######## hrdata_scoreboard_flat ########
`config.mk`:
```
export PLATFORM = sky130hd
export DESIGN_NAME = hrdata_scoreboard_flat
export DESIGN_NICKNAME = d
export VERILOG_FILES = /design/src/rtl/hrdata_scoreboard_if.sv /design/src/rtl/hrdata_scoreboard.sv /design/src/flat_wrapper.sv
export SDC_FILE = /design/constraint.sdc
export NUM_CORES = 1
export LEC_CHECK = 0
export ABC_AREA = 1
export CAP_MARGIN = 20
export CORE_MARGIN = 2
export CORE_UTILIZATION = 60
export CTS_CLUSTER_DIAMETER = 100
export DETAILED_ROUTE_END_ITERATION = 10
export DONT_BUFFER_PORTS = 1
export HOLD_SLACK_MARGIN = 0.03
export PLACE_DENSITY = 0.76
export SYNTH_ARGS = -nofsm -noshare
export SYNTH_HDL_FRONTEND = slang
export SYNTH_SLANG_ARGS = --single-unit
```
`constraint.sdc`:
```
create_clock -name clk -period 3.9 [get_ports clk]
set_clock_uncertainty 0.1 [all_clocks]
set_input_delay 1.17 -clock clk [delete_from_list [all_inputs] [get_ports clk]]
set_output_delay 1.17 -clock clk [all_outputs]
set_load 0.03 [all_outputs]
```
`src/rtl/hrdata_scoreboard_if.sv`:
```
// ============================================================================
// Module  : hrdata_scoreboard_if
// Brief   : Bundles the expected/actual HRDATA streams, control and status of
//           the read-data scoreboard.
// Rev     : 1.0  initial release
// ============================================================================
`default_nettype none

interface hrdata_scoreboard_if #(
    parameter int DATA_W = 32,
    parameter int DEPTH  = 8,
    parameter int CNT_W  = 16
);
    logic                      exp_valid;
    logic [DATA_W-1:0]         exp_data;
    logic                      act_valid;
    logic [DATA_W-1:0]         act_data;
    logic                      clear_stats;
    logic                      error_pulse;
    logic                      error_sticky;
    logic [CNT_W-1:0]          match_count;
    logic [CNT_W-1:0]          mismatch_count;
    logic                      overflow;
    logic                      underflow;
    logic [DATA_W-1:0]         first_exp;
    logic [DATA_W-1:0]         first_act;
    logic [$clog2(DEPTH):0]    level;
    logic                      empty;

    modport master (
        output exp_valid, exp_data, act_valid, act_data, clear_stats,
        input  error_pulse, error_sticky, match_count, mismatch_count,
               overflow, underflow, first_exp, first_act, level, empty
    );

    modport slave (
        input  exp_valid, exp_data, act_valid, act_data, clear_stats,
        output error_pulse, error_sticky, match_count, mismatch_count,
               overflow, underflow, first_exp, first_act, level, empty
    );
endinterface

`default_nettype wire

```
`src/rtl/hrdata_scoreboard.sv`:
```
// ============================================================================
// Module  : hrdata_scoreboard
// Brief   : In-order HRDATA scoreboard: queues golden words, compares each DUV
//           word against the queue head with 4-state inequality, keeps stats.
//           Optional macro HRDATA_SB_DISPLAY_EN enables simulation messages.
// Rev     : 1.0  initial release
// ============================================================================
`default_nettype none

module hrdata_scoreboard #(
    parameter int DATA_W = 32,
    parameter int DEPTH  = 8,
    parameter int CNT_W  = 16
) (
    input  wire logic            clk,
    input  wire logic            reset,
    hrdata_scoreboard_if.slave   sb
);
    localparam int               c_ADDR_W  = $clog2(DEPTH);
    localparam int               c_LEVEL_W = c_ADDR_W + 1;
    localparam logic [CNT_W-1:0] c_CNT_MAX = '1;

    logic [DATA_W-1:0]    r_mem [DEPTH];
    logic [c_ADDR_W-1:0]  r_wr_ptr;
    logic [c_ADDR_W-1:0]  r_rd_ptr;
    logic [c_LEVEL_W-1:0] r_level;

    logic                 r_error_pulse;
    logic                 r_error_sticky;
    logic [CNT_W-1:0]     r_match_count;
    logic [CNT_W-1:0]     r_mismatch_count;
    logic                 r_overflow;
    logic                 r_underflow;
    logic [DATA_W-1:0]    r_first_exp;
    logic [DATA_W-1:0]    r_first_act;

    logic                 w_full;
    logic                 w_empty;
    logic                 w_pop;
    logic                 w_push;
    logic                 w_ovf;
    logic                 w_unf;
    logic [DATA_W-1:0]    w_head;
    logic                 w_mis;
    logic                 w_hit;
    logic [CNT_W-1:0]     w_match_base;
    logic [CNT_W-1:0]     w_mis_base;
    logic                 w_sticky_base;

    assign w_full  = (r_level == c_LEVEL_W'(DEPTH));
    assign w_empty = (r_level == '0);
    assign w_pop   = sb.act_valid && !w_empty;
    // A word arriving while full is kept only if a pop frees the slot this cycle.
    assign w_push  = sb.exp_valid && (!w_full || w_pop);
    assign w_ovf   = sb.exp_valid && w_full && !w_pop;
    assign w_unf   = sb.act_valid && w_empty;
    assign w_head  = r_mem[r_rd_ptr];
    assign w_mis   = w_pop && (w_head !== sb.act_data);
    assign w_hit   = w_pop && !w_mis;

    // Clear is applied first, so an event retiring alongside it is still recorded.
    assign w_match_base  = sb.clear_stats ? '0   : r_match_count;
    assign w_mis_base    = sb.clear_stats ? '0   : r_mismatch_count;
    assign w_sticky_base = sb.clear_stats ? 1'b0 : r_error_sticky;

    always_ff @(posedge clk) begin
        if (w_push) begin
            r_mem[r_wr_ptr] <= sb.exp_data;
        end
    end

    always_ff @(posedge clk) begin
        if (reset) begin
            r_wr_ptr         <= '0;
            r_rd_ptr         <= '0;
            r_level          <= '0;
            r_error_pulse    <= 1'b0;
            r_error_sticky   <= 1'b0;
            r_match_count    <= '0;
            r_mismatch_count <= '0;
            r_overflow       <= 1'b0;
            r_underflow      <= 1'b0;
            r_first_exp      <= '0;
            r_first_act      <= '0;
        end else begin
            if (w_push) begin
                r_wr_ptr <= r_wr_ptr + c_ADDR_W'(1);
            end
            if (w_pop) begin
                r_rd_ptr <= r_rd_ptr + c_ADDR_W'(1);
            end
            unique case ({w_push, w_pop})
                2'b10:   r_level <= r_level + c_LEVEL_W'(1);
                2'b01:   r_level <= r_level - c_LEVEL_W'(1);
                default: r_level <= r_level;
            endcase

            r_error_pulse  <= w_mis;
            r_error_sticky <= w_sticky_base | w_mis;

            r_match_count <= (w_hit && (w_match_base != c_CNT_MAX))
                             ? w_match_base + CNT_W'(1) : w_match_base;
            r_mismatch_count <= (w_mis && (w_mis_base != c_CNT_MAX))
                                ? w_mis_base + CNT_W'(1) : w_mis_base;

            r_overflow  <= (sb.clear_stats ? 1'b0 : r_overflow)  | w_ovf;
            r_underflow <= (sb.clear_stats ? 1'b0 : r_underflow) | w_unf;

            if (w_mis && !w_sticky_base) begin
                r_first_exp <= w_head;
                r_first_act <= sb.act_data;
            end else if (sb.clear_stats) begin
                r_first_exp <= '0;
                r_first_act <= '0;
            end
        end
    end

`ifdef HRDATA_SB_DISPLAY_EN
    always_ff @(posedge clk) begin
        if (!reset) begin
            if (w_mis) begin
                $display("%0t hrdata_scoreboard: data differs exp=%h act=%h",
                         $time, w_head, sb.act_data);
            end
            if (w_ovf) begin
                $display("%0t hrdata_scoreboard: overflow", $time);
            end
            if (w_unf) begin
                $display("%0t hrdata_scoreboard: underflow", $time);
            end
        end
    end
`else
    // Quiet build: behaviour is identical, only the messages are absent.
`endif

    assign sb.error_pulse    = r_error_pulse;
    assign sb.error_sticky   = r_error_sticky;
    assign sb.match_count    = r_match_count;
    assign sb.mismatch_count = r_mismatch_count;
    assign sb.overflow       = r_overflow;
    assign sb.underflow      = r_underflow;
    assign sb.first_exp      = r_first_exp;
    assign sb.first_act      = r_first_act;
    assign sb.level          = r_level;
    assign sb.empty          = w_empty;

endmodule

`default_nettype wire

```
`src/flat_wrapper.sv`:
```
// flat-port wrapper written by rule: the top's interface ports become plain ports
module hrdata_scoreboard_flat 
#(
    parameter int DATA_W = 32,
    parameter int DEPTH  = 8,
    parameter int CNT_W  = 16
)
  (clk, reset, sb_exp_valid, sb_exp_data, sb_act_valid, sb_act_data, sb_clear_stats, sb_error_pulse, sb_error_sticky, sb_match_count, sb_mismatch_count, sb_overflow, sb_underflow, sb_first_exp, sb_first_act, sb_level, sb_empty);
  hrdata_scoreboard_if #(.DATA_W(DATA_W), .DEPTH(DEPTH), .CNT_W(CNT_W)) sb_i ();
  input  wire logic clk;
  input  wire logic reset;
  input wire logic [$bits(sb_i.exp_valid)-1:0] sb_exp_valid;
  input wire logic [$bits(sb_i.exp_data)-1:0] sb_exp_data;
  input wire logic [$bits(sb_i.act_valid)-1:0] sb_act_valid;
  input wire logic [$bits(sb_i.act_data)-1:0] sb_act_data;
  input wire logic [$bits(sb_i.clear_stats)-1:0] sb_clear_stats;
  output wire logic [$bits(sb_i.error_pulse)-1:0] sb_error_pulse;
  output wire logic [$bits(sb_i.error_sticky)-1:0] sb_error_sticky;
  output wire logic [$bits(sb_i.match_count)-1:0] sb_match_count;
  output wire logic [$bits(sb_i.mismatch_count)-1:0] sb_mismatch_count;
  output wire logic [$bits(sb_i.overflow)-1:0] sb_overflow;
  output wire logic [$bits(sb_i.underflow)-1:0] sb_underflow;
  output wire logic [$bits(sb_i.first_exp)-1:0] sb_first_exp;
  output wire logic [$bits(sb_i.first_act)-1:0] sb_first_act;
  output wire logic [$bits(sb_i.level)-1:0] sb_level;
  output wire logic [$bits(sb_i.empty)-1:0] sb_empty;
  assign sb_i.exp_valid = sb_exp_valid;
  assign sb_i.exp_data = sb_exp_data;
  assign sb_i.act_valid = sb_act_valid;
  assign sb_i.act_data = sb_act_data;
  assign sb_i.clear_stats = sb_clear_stats;
  assign sb_error_pulse = sb_i.error_pulse;
  assign sb_error_sticky = sb_i.error_sticky;
  assign sb_match_count = sb_i.match_count;
  assign sb_mismatch_count = sb_i.mismatch_count;
  assign sb_overflow = sb_i.overflow;
  assign sb_underflow = sb_i.underflow;
  assign sb_first_exp = sb_i.first_exp;
  assign sb_first_act = sb_i.first_act;
  assign sb_level = sb_i.level;
  assign sb_empty = sb_i.empty;
  hrdata_scoreboard #(.DATA_W(DATA_W), .DEPTH(DEPTH), .CNT_W(CNT_W)) u_core (.clk(clk), .reset(reset), .sb(sb_i));
endmodule
```
######## conv_window_gen_flat ########
**src/rtl/conv_window_gen_if.sv**
```systemverilog
// Pixel-in / window-out stream bundle for conv_window_gen.
// master = window generator side, slave = pixel source and window consumer.
interface conv_window_gen_if #(
  parameter int DATA_SIZE = 8
);
  logic [DATA_SIZE-1:0]   din;
  logic                   din_valid;
  logic                   din_ready;
  logic [9*DATA_SIZE-1:0] win_data;
  logic                   win_valid;
  logic                   win_ready;
  logic                   win_last;
  logic                   frame_done;

  modport master (
    input  din, din_valid, win_ready,
    output din_ready, win_data, win_valid, win_last, frame_done
  );

  modport slave (
    output din, din_valid, win_ready,
    input  din_ready, win_data, win_valid, win_last, frame_done
  );
endinterface

```
**src/rtl/conv_window_gen.sv**
```systemverilog
// Streaming 3x3 window generator: latency 1 (2 with WIN_OUT_REG_EN), backpressure
// stalls pixel intake while a window is held; WIN_OUT_REG_EN adds an output register stage.
module conv_window_gen #(
  parameter int DATA_SIZE = 8,
  parameter int IMG_W     = 32,
  parameter int IMG_H     = 32
) (
  input  logic               clk,
  input  logic               rst,
  conv_window_gen_if.master  bus
);

  localparam int CW = (IMG_W > 1) ? $clog2(IMG_W) : 1;
  localparam int RW = (IMG_H > 1) ? $clog2(IMG_H) : 1;

  logic [CW-1:0]          col;
  logic [RW-1:0]          row;
  logic [DATA_SIZE-1:0]   lb0 [IMG_W];
  logic [DATA_SIZE-1:0]   lb1 [IMG_W];
  logic [DATA_SIZE-1:0]   win [3][3];
  logic [9*DATA_SIZE-1:0] win_packed;
  logic                   accept;
  logic                   emit;
  logic                   col_end;
  logic                   row_end;
  logic                   is_last;

  assign accept  = bus.din_valid && bus.din_ready;
  assign col_end = (col == CW'(IMG_W - 1));
  assign row_end = (row == RW'(IMG_H - 1));
  assign is_last = col_end && row_end;
  assign emit    = (row >= RW'(2)) && (col >= CW'(2));

  always_ff @(posedge clk or posedge rst) begin
    if (rst) begin
      col <= '0;
      row <= '0;
    end else if (accept) begin
      if (col_end) begin
        col <= '0;
        row <= row_end ? '0 : row + RW'(1);
      end else begin
        col <= col + CW'(1);
      end
    end
  end

  // Line buffers carry no reset; rows 0/1 of every frame overwrite them before use.
  always_ff @(posedge clk) begin
    if (accept) begin
      lb1[col] <= lb0[col];
      lb0[col] <= bus.din;
    end
  end

  always_ff @(posedge clk or posedge rst) begin
    if (rst) begin
      for (int r = 0; r < 3; r++)
        for (int c = 0; c < 3; c++)
          win[r][c] <= '0;
    end else if (accept) begin
      for (int r = 0; r < 3; r++) begin
        win[r][0] <= win[r][1];
        win[r][1] <= win[r][2];
      end
      win[0][2] <= lb1[col];
      win[1][2] <= lb0[col];
      win[2][2] <= bus.din;
    end
  end

  // Row-major packing: (0,0) lands in the MSBs, (2,2) in the LSBs.
  always_comb begin
    win_packed = '0;
    for (int r = 0; r < 3; r++)
      for (int c = 0; c < 3; c++)
        win_packed[DATA_SIZE*(9-(3*r+c))-1 -: DATA_SIZE] = win[r][c];
  end

  always_ff @(posedge clk or posedge rst) begin
    if (rst) bus.frame_done <= 1'b0;
    else     bus.frame_done <= accept && is_last;
  end

`ifndef WIN_OUT_REG_EN

  // The shift window itself is the output; it only moves on accept, which
  // cannot happen while a window is stalled.
  assign bus.din_ready = !bus.win_valid || bus.win_ready;
  assign bus.win_data  = win_packed;

  always_ff @(posedge clk or posedge rst) begin
    if (rst) begin
      bus.win_valid <= 1'b0;
      bus.win_last  <= 1'b0;
    end else if (accept) begin
      bus.win_valid <= emit;
      bus.win_last  <= emit && is_last;
    end else if (bus.win_ready) begin
      bus.win_valid <= 1'b0;
    end
  end

`else

  logic                   stage1_valid;
  logic                   stage1_last;
  logic                   load_out;
  logic [9*DATA_SIZE-1:0] out_data;

  // Stage 1 is the shift window; refuse pixels only when it and the output are both full and stalled.
  assign load_out      = !bus.win_valid || bus.win_ready;
  assign bus.din_ready = bus.win_ready || !(bus.win_valid && stage1_valid);
  assign bus.win_data  = out_data;

  always_ff @(posedge clk or posedge rst) begin
    if (rst) begin
      stage1_valid <= 1'b0;
      stage1_last  <= 1'b0;
    end else if (accept) begin
      stage1_valid <= emit;
      stage1_last  <= emit && is_last;
    end else if (load_out) begin
      stage1_valid <= 1'b0;
    end
  end

  always_ff @(posedge clk or posedge rst) begin
    if (rst) begin
      bus.win_valid <= 1'b0;
      bus.win_last  <= 1'b0;
      out_data      <= '0;
    end else if (load_out) begin
      bus.win_valid <= stage1_valid;
      bus.win_last  <= stage1_last;
      out_data      <= win_packed;
    end
  end

`endif

endmodule

```
**src/flat_wrapper.sv**
```systemverilog
// flat-port wrapper written by rule: the top's interface ports become plain ports
module conv_window_gen_flat 
#(
  parameter int DATA_SIZE = 8,
  parameter int IMG_W     = 32,
  parameter int IMG_H     = 32
)
  (clk, rst, bus_din, bus_din_valid, bus_win_ready, bus_din_ready, bus_win_data, bus_win_valid, bus_win_last, bus_frame_done);
  conv_window_gen_if #(.DATA_SIZE(DATA_SIZE)) bus_i ();
  input  logic clk;
  input  logic rst;
  input wire logic [$bits(bus_i.din)-1:0] bus_din;
  input wire logic [$bits(bus_i.din_valid)-1:0] bus_din_valid;
  input wire logic [$bits(bus_i.win_ready)-1:0] bus_win_ready;
  output wire logic [$bits(bus_i.din_ready)-1:0] bus_din_ready;
  output wire logic [$bits(bus_i.win_data)-1:0] bus_win_data;
  output wire logic [$bits(bus_i.win_valid)-1:0] bus_win_valid;
  output wire logic [$bits(bus_i.win_last)-1:0] bus_win_last;
  output wire logic [$bits(bus_i.frame_done)-1:0] bus_frame_done;
  assign bus_i.din = bus_din;
  assign bus_i.din_valid = bus_din_valid;
  assign bus_i.win_ready = bus_win_ready;
  assign bus_din_ready = bus_i.din_ready;
  assign bus_win_data = bus_i.win_data;
  assign bus_win_valid = bus_i.win_valid;
  assign bus_win_last = bus_i.win_last;
  assign bus_frame_done = bus_i.frame_done;
  conv_window_gen #(.DATA_SIZE(DATA_SIZE), .IMG_W(IMG_W), .IMG_H(IMG_H)) u_core (.clk(clk), .rst(rst), .bus(bus_i));
endmodule
```
**config.mk**
```make
export PLATFORM = sky130hd
export DESIGN_NAME = conv_window_gen_flat
export DESIGN_NICKNAME = d
export VERILOG_FILES = /design/src/rtl/conv_window_gen_if.sv /design/src/rtl/conv_window_gen.sv /design/src/flat_wrapper.sv
export SDC_FILE = /design/constraint.sdc
export NUM_CORES = 1
export LEC_CHECK = 0
export CORE_AREA = 2 2 218 220
export CTS_CLUSTER_SIZE = 30
export DETAILED_ROUTE_END_ITERATION = 10
export DIE_AREA = 0 0 220 222
export GPL_TIMING_DRIVEN = 1
export MAX_ROUTING_LAYER = met4
export PLACE_DENSITY_LB_ADDON = 0.2
export SLEW_MARGIN = 30
export SYNTH_ARGS = -nofsm -noshare
export SYNTH_HDL_FRONTEND = slang
export SYNTH_SLANG_ARGS = --single-unit
```
**constraint.sdc**
```tcl
create_clock -name clk -period 2.9 [get_ports clk]
set_clock_uncertainty 0.2 [all_clocks]
set_input_delay 0.725 -clock clk [delete_from_list [all_inputs] [get_ports clk]]
set_output_delay 0.725 -clock clk [all_outputs]
set_load 0.02 [all_outputs]
```
######## mul_32b_flat ########
===== config.mk =====
export PLATFORM = sky130hd
export DESIGN_NAME = mul_32b_flat
export DESIGN_NICKNAME = d
export VERILOG_FILES = /design/src/rtl/arith_pkg.sv /design/src/rtl/mul_32b_if.sv /design/src/rtl/mul_step.sv /design/src/rtl/mul_32b.sv /design/src/flat_wrapper.sv
export SDC_FILE = /design/constraint.sdc
export NUM_CORES = 1
export LEC_CHECK = 0
export CAP_MARGIN = 40
export CORE_ASPECT_RATIO = 0.9
export CORE_MARGIN = 2
export CORE_UTILIZATION = 59
export CTS_BUF_LIST = sky130_fd_sc_hd__clkbuf_4
export CTS_CLUSTER_SIZE = 14
export DETAILED_ROUTE_END_ITERATION = 12
export PLACE_DENSITY = 0.9
export SLEW_MARGIN = 10
export SYNTH_ARGS = -nofsm -noshare
export SYNTH_HDL_FRONTEND = slang
export SYNTH_SLANG_ARGS = --single-unit

===== constraint.sdc =====
create_clock -name clk -period 8.7 [get_ports clk]
set_input_delay 1.74 -clock clk [delete_from_list [all_inputs] [get_ports clk]]
set_output_delay 1.74 -clock clk [all_outputs]
set_load 0.005 [all_outputs]

===== src/rtl/arith_pkg.sv =====
// Shared definitions for the sequential arithmetic units (multiplier and divider):
// handshake state encoding, default operand width and counter sizing.
package arith_pkg;

  localparam int WIDTH_DEF = 32;

  typedef enum logic [1:0] {
    IDLE,
    BUSY,
    FIX
  } state_e;

  // Counter must be able to hold the value WIDTH itself.
  function automatic int cnt_w(input int width);
    return $clog2(width + 1);
  endfunction

  localparam int CNT_W = cnt_w(WIDTH_DEF);

endpackage


===== src/rtl/mul_32b_if.sv =====
// Start/ready handshake bundle shared by the multiplier and its initiator.
interface mul_32b_if
  import arith_pkg::*;
#(
    parameter int WIDTH = WIDTH_DEF
);

    logic [WIDTH-1:0] a;
    logic [WIDTH-1:0] b;
    logic             sign;
    logic             start;
    logic [WIDTH-1:0] hi;
    logic [WIDTH-1:0] lo;
    logic             ready;

    modport master(output a, b, sign, start, input hi, lo, ready);
    modport slave(input a, b, sign, start, output hi, lo, ready);

endinterface


===== src/rtl/mul_step.sv =====
// One shift-add multiplier bit-step: conditional add into the accumulator upper
// half (carry kept in a WIDTH+1 bit sum), then a right shift of the whole accumulator.
module mul_step #(
    parameter int WIDTH = 32
) (
    input  logic [2*WIDTH-1:0] acc_i,
    input  logic [  WIDTH-1:0] mcand_i,
    input  logic               lsb_i,
    output logic [2*WIDTH-1:0] acc_o
);

    logic [WIDTH:0] sum;

    always_comb begin
        sum   = {1'b0, acc_i[2*WIDTH-1:WIDTH]} + (lsb_i ? {1'b0, mcand_i} : '0);
        // The carry becomes the new MSB; the old accumulator LSB falls off.
        acc_o = (2 * WIDTH)'({sum, acc_i[WIDTH-1:0]} >> 1);
    end

endmodule


===== src/rtl/mul_32b.sv =====
// Sequential signed/unsigned WIDTHxWIDTH multiplier: magnitudes are multiplied
// by shift-add over WIDTH cycles, then the sign is applied in a single FIX cycle.
module mul_32b
  import arith_pkg::*;
#(
    parameter int WIDTH = WIDTH_DEF
) (
    input logic clk,
    input logic rst,
    mul_32b_if.slave bus
);

    localparam int CW = cnt_w(WIDTH);

    state_e                 state_q, state_d;
    logic   [       CW-1:0] cnt_q, cnt_d;
    logic   [  2*WIDTH-1:0] acc_q, acc_d;
    logic   [    WIDTH-1:0] mcand_q, mcand_d;
    logic   [    WIDTH-1:0] mplier_q, mplier_d;
    logic   [    WIDTH-1:0] hi_q, hi_d;
    logic   [    WIDTH-1:0] lo_q, lo_d;
    logic                   neg_q, neg_d;
    logic                   ready_q, ready_d;

    logic   [    WIDTH-1:0] mag_a;
    logic   [    WIDTH-1:0] mag_b;
    logic   [  2*WIDTH-1:0] acc_step;
    logic   [  2*WIDTH-1:0] result;

    mul_step #(
        .WIDTH(WIDTH)
    ) u_step (
        .acc_i  (acc_q),
        .mcand_i(mcand_q),
        .lsb_i  (mplier_q[0]),
        .acc_o  (acc_step)
    );

    // Negating the most-negative value wraps back to itself, which is exactly
    // the correct unsigned magnitude.
    always_comb begin
        mag_a  = (bus.sign && bus.a[WIDTH-1]) ? -bus.a : bus.a;
        mag_b  = (bus.sign && bus.b[WIDTH-1]) ? -bus.b : bus.b;
        result = neg_q ? -acc_q : acc_q;
    end

    always_comb begin
        // NOTE: every output gets a default first so no path through the case leaves a latch.
        state_d  = state_q;
        cnt_d    = cnt_q;
        acc_d    = acc_q;
        mcand_d  = mcand_q;
        mplier_d = mplier_q;
        hi_d     = hi_q;
        lo_d     = lo_q;
        neg_d    = neg_q;
        ready_d  = ready_q;

        unique case (state_q)
            IDLE: begin
                ready_d = 1'b1;
                if (bus.start) begin
                    mcand_d  = mag_a;
                    mplier_d = mag_b;
                    neg_d    = bus.sign & (bus.a[WIDTH-1] ^ bus.b[WIDTH-1]);
                    acc_d    = '0;
                    cnt_d    = '0;
                    ready_d  = 1'b0;
                    state_d  = BUSY;
                end
            end
            BUSY: begin
                acc_d    = acc_step;
                mplier_d = mplier_q >> 1;
                cnt_d    = cnt_q + 1'b1;
                if (cnt_q == CW'(WIDTH - 1)) state_d = FIX;
            end
            FIX: begin
                {hi_d, lo_d} = result;
                ready_d      = 1'b1;
                state_d      = IDLE;
            end
            default: state_d = IDLE;
        endcase
    end

    // NOTE: state flops use non-blocking assignments so all registers update together at the edge.
    always_ff @(posedge clk or posedge rst) begin
        if (rst) begin
            state_q  <= IDLE;
            cnt_q    <= '0;
            acc_q    <= '0;
            mcand_q  <= '0;
            mplier_q <= '0;
            hi_q     <= '0;
            lo_q     <= '0;
            neg_q    <= 1'b0;
            ready_q  <= 1'b1;
        end else begin
            state_q  <= state_d;
            cnt_q    <= cnt_d;
            acc_q    <= acc_d;
            mcand_q  <= mcand_d;
            mplier_q <= mplier_d;
            hi_q     <= hi_d;
            lo_q     <= lo_d;
            neg_q    <= neg_d;
            ready_q  <= ready_d;
        end
    end

    assign bus.hi    = hi_q;
    assign bus.lo    = lo_q;
    assign bus.ready = ready_q;

endmodule


===== src/flat_wrapper.sv =====
// flat-port wrapper written by rule: the top's interface ports become plain ports
module mul_32b_flat import arith_pkg::*;
#(
    parameter int WIDTH = WIDTH_DEF
)
  (clk, rst, bus_a, bus_b, bus_sign, bus_start, bus_hi, bus_lo, bus_ready);
  mul_32b_if #(.WIDTH(WIDTH)) bus_i ();
  input logic clk;
  input logic rst;
  input wire logic [$bits(bus_i.a)-1:0] bus_a;
  input wire logic [$bits(bus_i.b)-1:0] bus_b;
  input wire logic [$bits(bus_i.sign)-1:0] bus_sign;
  input wire logic [$bits(bus_i.start)-1:0] bus_start;
  output wire logic [$bits(bus_i.hi)-1:0] bus_hi;
  output wire logic [$bits(bus_i.lo)-1:0] bus_lo;
  output wire logic [$bits(bus_i.ready)-1:0] bus_ready;
  assign bus_i.a = bus_a;
  assign bus_i.b = bus_b;
  assign bus_i.sign = bus_sign;
  assign bus_i.start = bus_start;
  assign bus_hi = bus_i.hi;
  assign bus_lo = bus_i.lo;
  assign bus_ready = bus_i.ready;
  mul_32b #(.WIDTH(WIDTH)) u_core (.clk(clk), .rst(rst), .bus(bus_i));
endmodule

######## val2_shift_sequencer ########
**src/rtl/val2_shift_sequencer.sv**
```systemverilog
// Multi-cycle Val2 shifter for register-specified shift amounts.
// Shifts the latched operand by up to STEP bits per cycle and tracks the shifter carry-out.
module val2_shift_sequencer #(
    parameter int STEP = 4
) (
    input  logic        clk,
    input  logic        rst,
    input  logic        start,
    input  logic        flush,
    input  logic [1:0]  shift_type,
    input  logic [31:0] val_rm,
    input  logic [31:0] val_rs,
    input  logic        c_in,
    output logic        busy,
    output logic        done,
    output logic [31:0] Val2,
    output logic        c_out,
    output logic [1:0]  state_o
);

    typedef enum logic [1:0] {
        IDLE  = 2'd0,
        SHIFT = 2'd1,
        DONE  = 2'd2
    } state_t;

    localparam logic [1:0] T_LSL = 2'b00;
    localparam logic [1:0] T_LSR = 2'b01;
    localparam logic [1:0] T_ASR = 2'b10;
    localparam logic [5:0] STEP_W = 6'(STEP);

    // Handshake: start is accepted only when busy=0 (IDLE or DONE) and flush=0;
    // done is a single-cycle pulse with Val2/c_out already valid in that cycle.

    state_t      state_q, state_d;
    logic [31:0] work_q, work_d;
    logic [1:0]  type_q, type_d;
    logic        carry_q, carry_d;
    logic [5:0]  rem_q, rem_d;
    logic        busy_q, busy_d;
    logic        done_q, done_d;
    logic [31:0] val2_q, val2_d;
    logic        c_out_q, c_out_d;

    logic [7:0]  amt;
    logic [5:0]  n_eff;
    logic [5:0]  k;
    logic [5:0]  rem_next;
    logic [31:0] step_res;
    logic        step_c;
    logic        accept;
    logic        unused_rs;

    assign amt       = val_rs[7:0];
    assign unused_rs = ^val_rs[31:8];
    assign accept    = start && !flush && (state_q == IDLE || state_q == DONE);

    // Effective count saturates where further shifting can no longer change result or carry.
    always_comb begin
        n_eff = 6'd0;
        case (shift_type)
            T_LSL, T_LSR: n_eff = (amt > 8'd33) ? 6'd33 : amt[5:0];
            T_ASR:        n_eff = (amt > 8'd32) ? 6'd32 : amt[5:0];
            default: begin
                if (amt == 8'd0)
                    n_eff = 6'd0;
                else if (amt[4:0] == 5'd0)
                    n_eff = 6'd32;
                else
                    n_eff = {1'b0, amt[4:0]};
            end
        endcase
    end

    always_comb begin
        k        = (rem_q < STEP_W) ? rem_q : STEP_W;
        rem_next = rem_q - k;
        step_res = work_q;
        step_c   = carry_q;
        case (type_q)
            T_LSL: begin
                step_res = work_q << k;
                step_c   = work_q[5'(6'd32 - k)];
            end
            T_LSR: begin
                step_res = work_q >> k;
                step_c   = work_q[5'(k - 6'd1)];
            end
            T_ASR: begin
                step_res = 32'($signed(work_q) >>> k);
                step_c   = work_q[5'(k - 6'd1)];
            end
            default: begin
                step_res = (work_q >> k) | (work_q << (6'd32 - k));
                step_c   = work_q[5'(k - 6'd1)];
            end
        endcase
    end

    always_comb begin
        state_d = state_q;
        work_d  = work_q;
        type_d  = type_q;
        carry_d = carry_q;
        rem_d   = rem_q;
        busy_d  = busy_q;
        done_d  = 1'b0;
        val2_d  = val2_q;
        c_out_d = c_out_q;

        if (flush) begin
            state_d = IDLE;
            busy_d  = 1'b0;
        end else if (accept) begin
            work_d  = val_rm;
            type_d  = shift_type;
            carry_d = c_in;
            rem_d   = n_eff;
            if (n_eff == 6'd0) begin
                state_d = DONE;
                busy_d  = 1'b0;
                done_d  = 1'b1;
                val2_d  = val_rm;
                c_out_d = c_in;
            end else begin
                state_d = SHIFT;
                busy_d  = 1'b1;
            end
        end else begin
            case (state_q)
                SHIFT: begin
                    work_d  = step_res;
                    carry_d = step_c;
                    rem_d   = rem_next;
                    if (rem_next == 6'd0) begin
                        state_d = DONE;
                        busy_d  = 1'b0;
                        done_d  = 1'b1;
                        val2_d  = step_res;
                        c_out_d = step_c;
                    end
                end
                DONE: begin
                    state_d = IDLE;
                    busy_d  = 1'b0;
                end
                default: begin
                    state_d = IDLE;
                    busy_d  = 1'b0;
                end
            endcase
        end
    end

    always_ff @(posedge clk or negedge rst) begin
        if (!rst) begin
            state_q <= IDLE;
            work_q  <= 32'd0;
            type_q  <= 2'd0;
            carry_q <= 1'b0;
            rem_q   <= 6'd0;
            busy_q  <= 1'b0;
            done_q  <= 1'b0;
            val2_q  <= 32'd0;
            c_out_q <= 1'b0;
        end else begin
            state_q <= state_d;
            work_q  <= work_d;
            type_q  <= type_d;
            carry_q <= carry_d;
            rem_q   <= rem_d;
            busy_q  <= busy_d;
            done_q  <= done_d;
            val2_q  <= val2_d;
            c_out_q <= c_out_d;
        end
    end

    assign busy    = busy_q;
    assign done    = done_q;
    assign Val2    = val2_q;
    assign c_out   = c_out_q;
    assign state_o = state_q;

endmodule

```
**config.mk**
```make
export PLATFORM = sky130hd
export DESIGN_NAME = val2_shift_sequencer
export DESIGN_NICKNAME = d
export VERILOG_FILES = /design/src/rtl/val2_shift_sequencer.sv
export SDC_FILE = /design/constraint.sdc
export NUM_CORES = 1
export LEC_CHECK = 0
export CELL_PAD_IN_SITES_DETAIL_PLACEMENT = 0
export CELL_PAD_IN_SITES_GLOBAL_PLACEMENT = 1
export CORE_MARGIN = 10
export CORE_UTILIZATION = 42
export CTS_BUF_LIST = sky130_fd_sc_hd__clkbuf_4
export CTS_CLUSTER_DIAMETER = 40
export DETAILED_ROUTE_END_ITERATION = 7
export MAX_ROUTING_LAYER = met4
export PLACE_DENSITY = 0.8
export SYNTH_ARGS = -nofsm -noshare
export SYNTH_HDL_FRONTEND = slang
export SYNTH_SLANG_ARGS = --single-unit
```
**constraint.sdc**
```tcl
create_clock -name clk -period 4.5 [get_ports clk]
set_input_delay 0.675 -clock clk [delete_from_list [all_inputs] [get_ports clk]]
set_output_delay 0.675 -clock clk [all_outputs]
set_load 0.02 [all_outputs]
```
**val2_shift_sequencer: the clock network**

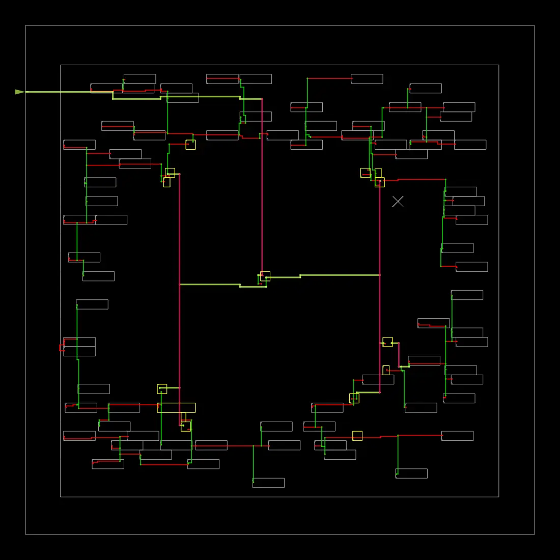
num sequential: 76
Clk. pwr: 0.425 mW

==> results.ini, val2_shift_sequencer <==
[pwr]
ir_drop_uv=309
comb_power_share_pct=61.5
p_per_area_mw_per_mm2=647

[setup_path]
critPathArrivalTime_ns=4.03
r2r-end=Val2[29]
path_class=reg -> reg
cp_max_fo=18
cp_top_family=AND-OR/OR-AND gates
critPathMaxStageDelay_ns=0.81
worst-path-stages=9
crit_path_top_delay_cell=ha_1
crit_top_cell=a211oi_1
crit_path_end_kind=flip-flop

[cts]
clock-root-buffer=clkbuf_4
cts_resized=0
cts_tree=built
post_cts_buffers=0

[floorplan]
pin_count=108
dieArea_mm2=0.0217
core-area_mm2=0.0159
rows=46
fp_util_pct=42.9

[yosys]
postSynthSeqShare_pct=27.9
synthCells=831
netlist_area_mm2=0.00682
ys_top_logic_family=AND-OR/OR-AND gates
yosysTopAreaCellShare_pct=27.9

[detailed_routing]
drc=2
vias=6937
firstDrtPassIters=8
wl_per_cell_um=22.9

[status]
violations=DRC
status=finished with violations

[placed_design]
placed_cells=1051
place_worst_setup_slack_ns=0.945

[layout]
clock_buffers=9
sh_seq_area_pct=24.4
final_cells=1068
regArea_mm2=0.00190
clock_area_share_pct=1.59

[run]
log.warning_count=50

[sta]
hold_viol_final=0
period_used_pct=80.8
fin_worst_skew_ns=0.0140

[val2_shift_sequencer: power by group through the flow]
stage / clock network, mW / registers [mW] / logic [mW]
floorplan: 0 / 1.25 / 2.33
global placement: 0 / 1.49 / 3.01
detailed placement: 0 / 1.51 / 3.06
CTS: 0.438 / 1.49 / 3.08
global route: 0.472 / 1.55 / 3.38
finish: 0.425 / 1.52 / 3.10
[val2_shift_sequencer: layer usage]
| layer | global-route usage (%) | routed length [um] |
|---|---|---|
| met1 | 30.5 | 10600 |
| met2 | 33.9 | 11100 |
| met3 | 3.69 | 1900 |
| met4 | 9.56 | 879 |
| met5 | - | 0 |
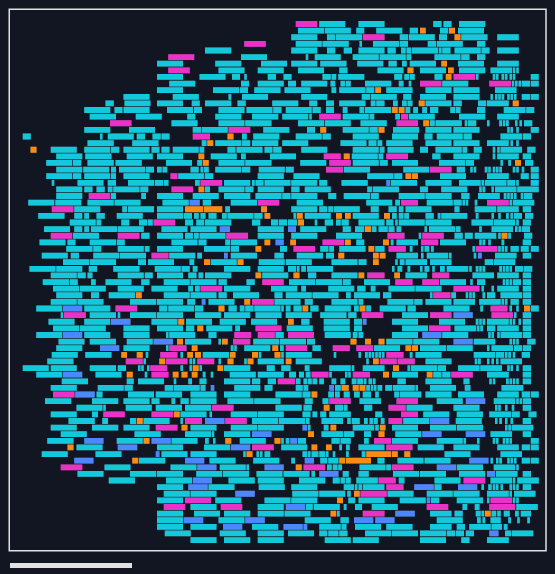
**Above:** conv_window_gen_flat (cells by drive strength).
The bar under the picture is 50 um long.
[blue] drive 2 | cells: 59 | share: 3.6% | most used: mux4_2
[cyan] drive 1 or less | cells: 1348 | share: 82% | most used: edfxtp_1
[orange] drive 3 to 4 | cells: 121 | share: 7.4% | most used: buf_4
[magenta] drive 6 and up | cells: 106 | share: 6.5% | most used: clkbuf_16

**conv_window_gen_flat: metal layers overlaid**

The bar under the picture is 50 um long.
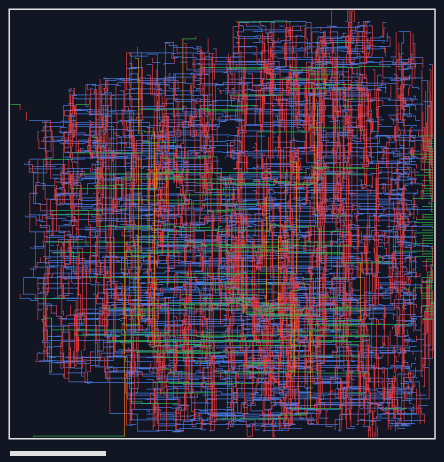
[blue] met1 | wire length: 23.6 mm
[orange] met4 | wire length: 1230 um
[green] met3 | wire length: 4290 um
[red] met2 | wire length: 26.9 mm

==> results.ini, conv_window_gen_flat <==
[global_route]
grt_pass1_wl_um=83800
grt_pass1_vias=13100
grt_start_max_net_pins=90

[cts]
clkSinkCount=597
h-tree-depth=2

[yosys]
flop_cell=edfxtp_1
mux_area_share_pct=11.5
topCellsByArea=edfxtp_1 (67%), dfrtp_1 (9.2%), mux2i_1 (7.5%)
netlist_area_mm2=0.0231
top_area_cell=edfxtp_1
synth_area_per_cell_um2=16.9
ys_sh_simple_pct=6.47
synth.net_count=1391
yosys.area_share.aoi_pct=3.92
synth_chip_area_mm2=0.0231
yosysTopAreaCellShare_pct=66.5

[layout]
lay_top_cells=edfxtp_1 (512), nand2_1 (193), mux2i_1 (174)
lay_top_count=edfxtp_1
largest_class=registers
final_cells=2242
syn2layout_area_growth_pct=20.6

[floorplan]
dieArea_mm2=0.0488
die_x_um=220

[status]
status=completed

[sta]
setup-tns-final_ns=0
relSlewSlack_pct=59.6

[setup_path]
cp_top_family=buffers and inverters
worst-path-stages=8

[detailed_routing]
dr.first_iter.drc_count=1306
vias=12900
drc=0

[placed_design]
port_buffers=87

[pwr]
p_leak_nw=10.0

==> conv_window_gen_flat: per-layer routing <==
layer | track usage (%) | part of all wire (%) | wire, um
met5 | - | 0 | 0
met1 | 32.9 | 42 | 23600
met2 | 37.2 | 48 | 26900
met4 | 7.01 | 2.2 | 1230
met3 | 4.86 | 7.6 | 4290
==> conv_window_gen_flat: report_power, final <==
| group | switching [mW] | internal (mW) |
|---|---|---|
| Combinational | 6.20 | 4.08 |
| Clock | 3.09 | 4.37 |
| Sequential | 0.604 | 11.8 |
| Total | 9.89 | 20.3 |
**mul_32b_flat: sequential cells grouped by signal name**

The bar under the picture is 50 um long. Other sequential cells in the stronger gray, the rest of the logic in the fainter gray.
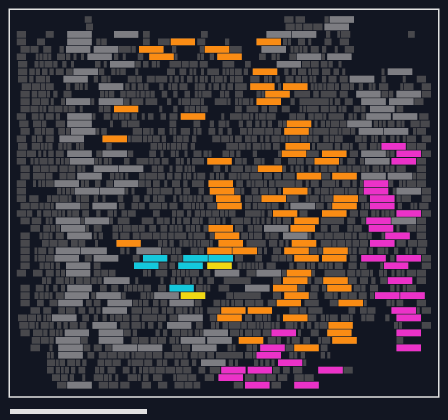
[yellow] u_core.state_q | sequential cells: 2
[orange] u_core.acc_q | sequential cells: 64
[magenta] u_core.bus.lo | sequential cells: 32
[cyan] u_core.cnt_q | sequential cells: 6
not colored: 98
Final Core Density: 70.1%
FF/Latch Area: 0.00506 mm2
Sequential Power: 1.41 mW

==> results.ini, mul_32b_flat <==
[status]
status=completed

[layout]
largest_class=combinational gates
syn2layout_area_growth_pct=17.6
postLayoutCellArea_mm2=0.0144

[global_route]
antenna_found_initial=1
grt_use_met3_pct=4.80

[yosys]
synth.net_count=1487
synth_async_sr_flop_share_pct=100
edf_count=0
xor_share_pct=9.64
ys_ff=202

[setup_path]
crit_path_top_delay_cell=dfrtp_1
regToRegSetupSlack_ns=4.90
critPathMaxStageDelay_ns=0.80

[cts]
post_cts_buffers=0
clock-root-buffer=clkbuf_4

[run]
log.warning_count=30

[sta]
rsz0062_at_grt=false
setup-tns-final_ns=0

[placed_design]
place_worst_setup_slack_ns=4.32
place_area_mm2=0.0138

[pwr]
p_comb_mw=1.40
pg_clk_mw=0.826

[detailed_routing]
drc=0
routed-wl-met3_um=2210

mul_32b_flat: worst max-delay path, delay by kind of cell (launching register included):
kind	cells	cell delay, ns
AOI/OAI and AO/OA	4	1.15
adders and majority gates	2	0.62
and+or+nand+nor	4	1.10
DFF	1	0.80
buffers and inverters	1	0.06
mul_32b_flat: layout by cell type, fill, tap and decap left out, types with 37 or more instances in the layout:
cell,netlist,layout
a21oi_1,63,63
and2_1,37,37
nor2_1,64,64
o21ai_0,188,188
nand2_1,204,203
dfrtp_1,201,200
xor2_1,83,83
clkbuf_4,0,78
clkdlybuf4s50_1,0,132
xnor2_1,52,52
**hrdata_scoreboard_flat: the clock network**

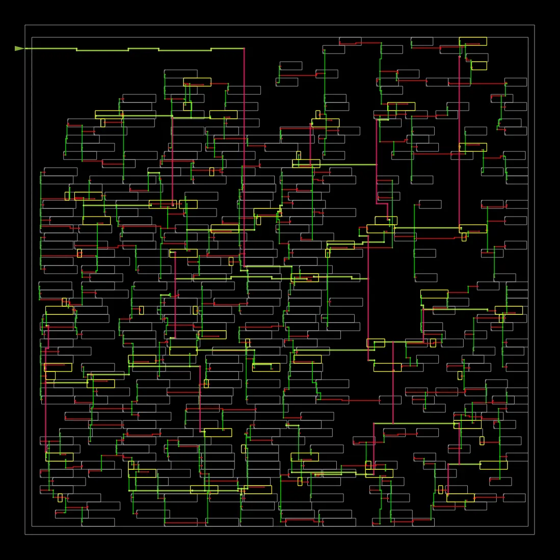
clk sinks: 369
CTS buffer count: 39
worst skew pair latency: 0.53 ns
# clk buffers: 54

==> results.ini, hrdata_scoreboard_flat <==
[layout]
lay_top_cells=nand2_1 (419), edfxtp_1 (256), inv_1 (221)
syn2layout_area_growth_pct=8.67
top_register=u_core.r_mem
clock_area_share_pct=6.43
postLayoutCellArea_mm2=0.0180
fin_nets=1880
diodes=0
largest_reg_flops=256
drive_above_1_share_pct=5.24
signal_buffers=29
fillerInstances=2128

[setup_path]
worst-path-stages=17
critPathArrivalTime_ns=3.83
r2r-end=u_core.sb.match_count[2]
path_class=reg -> reg
crit_chain=inv_4 -> buf_4 -> nand2_1 -> nand3_1 -> nand3_1 -> nand2_1 -> nand2_1 -> nand2_1 -> nand3_1 -> nor2_1 -> nand2_1 -> nor2_1 -> nand3_1 -> buf_4 -> o21ai_0 -> nand2_1 -> nor2_1
cp_max_fo=39
regToRegSetupSlack_ns=0.44
cp_top_family=simple AND/OR/NAND/NOR gates

[yosys]
ys_cells=1838
ys_ff=369
synth_warnings=0
post-synth-top-count-cell=nand2_1
xor_share_pct=1.32
synth_async_sr_flop_share_pct=0
mux_area_share_pct=0
edf_count=256

[global_route]
grt_pass1_wl_um=65000
use_met2_pct=46.9
grt-busiest-layer=met2

[detailed_routing]
drt-met1-wl_um=17000

[pwr]
seqPwrFrac_pct=44.6

[placed_design]
place_worst_setup_slack_ns=0.0734
hpwl_um=26600

[status]
status=completed

[run]
log.warning_count=26
drv_cap=0

[cts]
cts_tree=built
holdBufCountCts=0
clock-root-buffer=clkbuf_16
post_cts_buffers=0

[sta]
setup_viol=0
period_used_pct=88.8
relSlewSlack_pct=37.6

[floorplan]
die_x_um=170
rows=60
dieArea_mm2=0.0289

[hold_path]
worst_hold_path_type=reg -> reg

hrdata_scoreboard_flat: worst min-delay path, stage by stage, from the launching register on:
cell     delay [ns]
dfxtp_1        0.31
inv_1          0.05
a21oi_1        0.07
hrdata_scoreboard_flat: through the flow:
step	std cells	util, %	hold WS [ns]	power (mW)
6_report	2173	66.5	0.377	11.1
5_1_grt	2173	66.5	0.402	11.7
4_1_cts	2173	66.5	0.377	11.1
3_5_place_dp	2103	62.2	0.368	7.80
3_3_place_gp	2103	62.2	0.342	7.72
2_1_floorplan	1838	-	0.333	7.04

==> gallery <==
I/O nets highlighted.
image #1
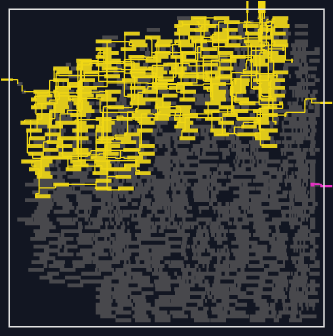
image #2
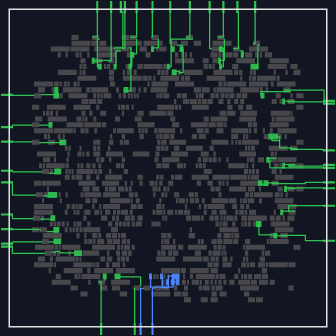
image #3
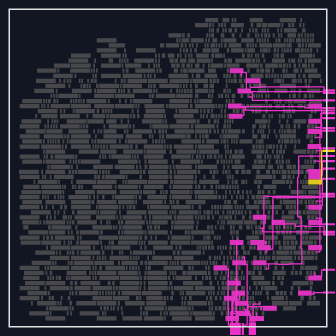
image #4
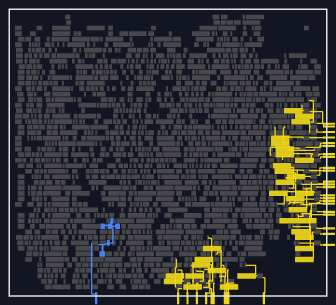
For conv_window_gen_flat, see image #1.
For mul_32b_flat, see image #4.
For val2_shift_sequencer, see image #2.
For hrdata_scoreboard_flat, see image #3.

Key to image #4:
[blue] bus_start | direction: input | edge: bottom | end cells: 6 | buffers: 1 | wire: 59.0 um
[yellow] bus_lo | direction: output | edge: 22 right, 10 bottom | end cells: 32 | buffers: 32 | wire: 651 um



==> screenshots <==
Cells by drive strength.
The bar under the picture is 50 um long.
shot_01.png
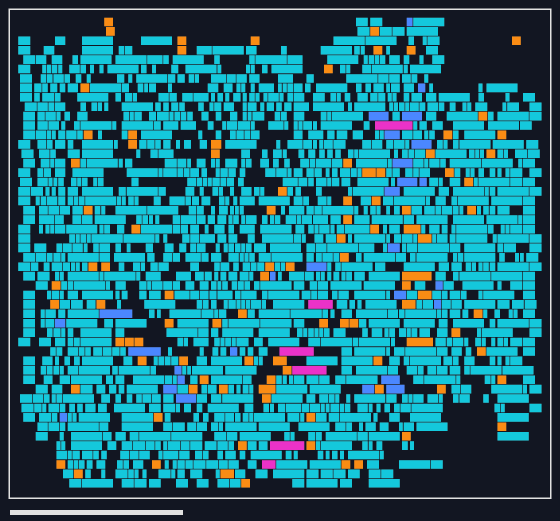
shot_02.png
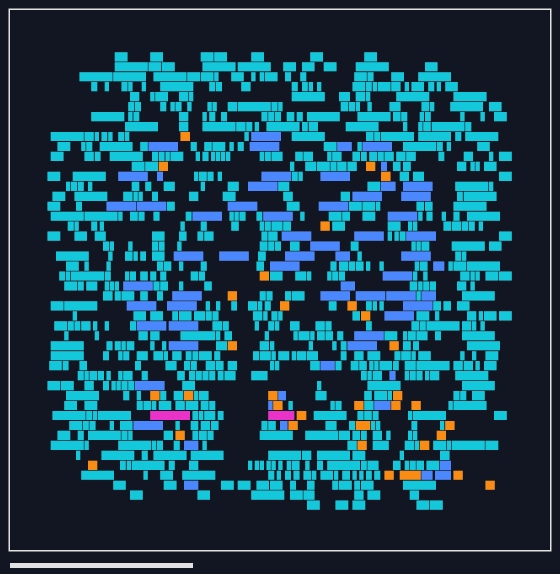
shot_03.png
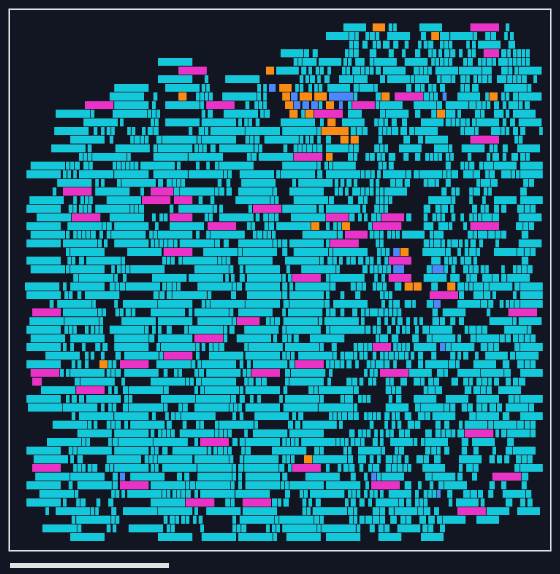
shot_03.png: hrdata_scoreboard_flat
shot_01.png: mul_32b_flat
shot_02.png: val2_shift_sequencer

No activity file was given, so power comes from the tool's default toggle rates.
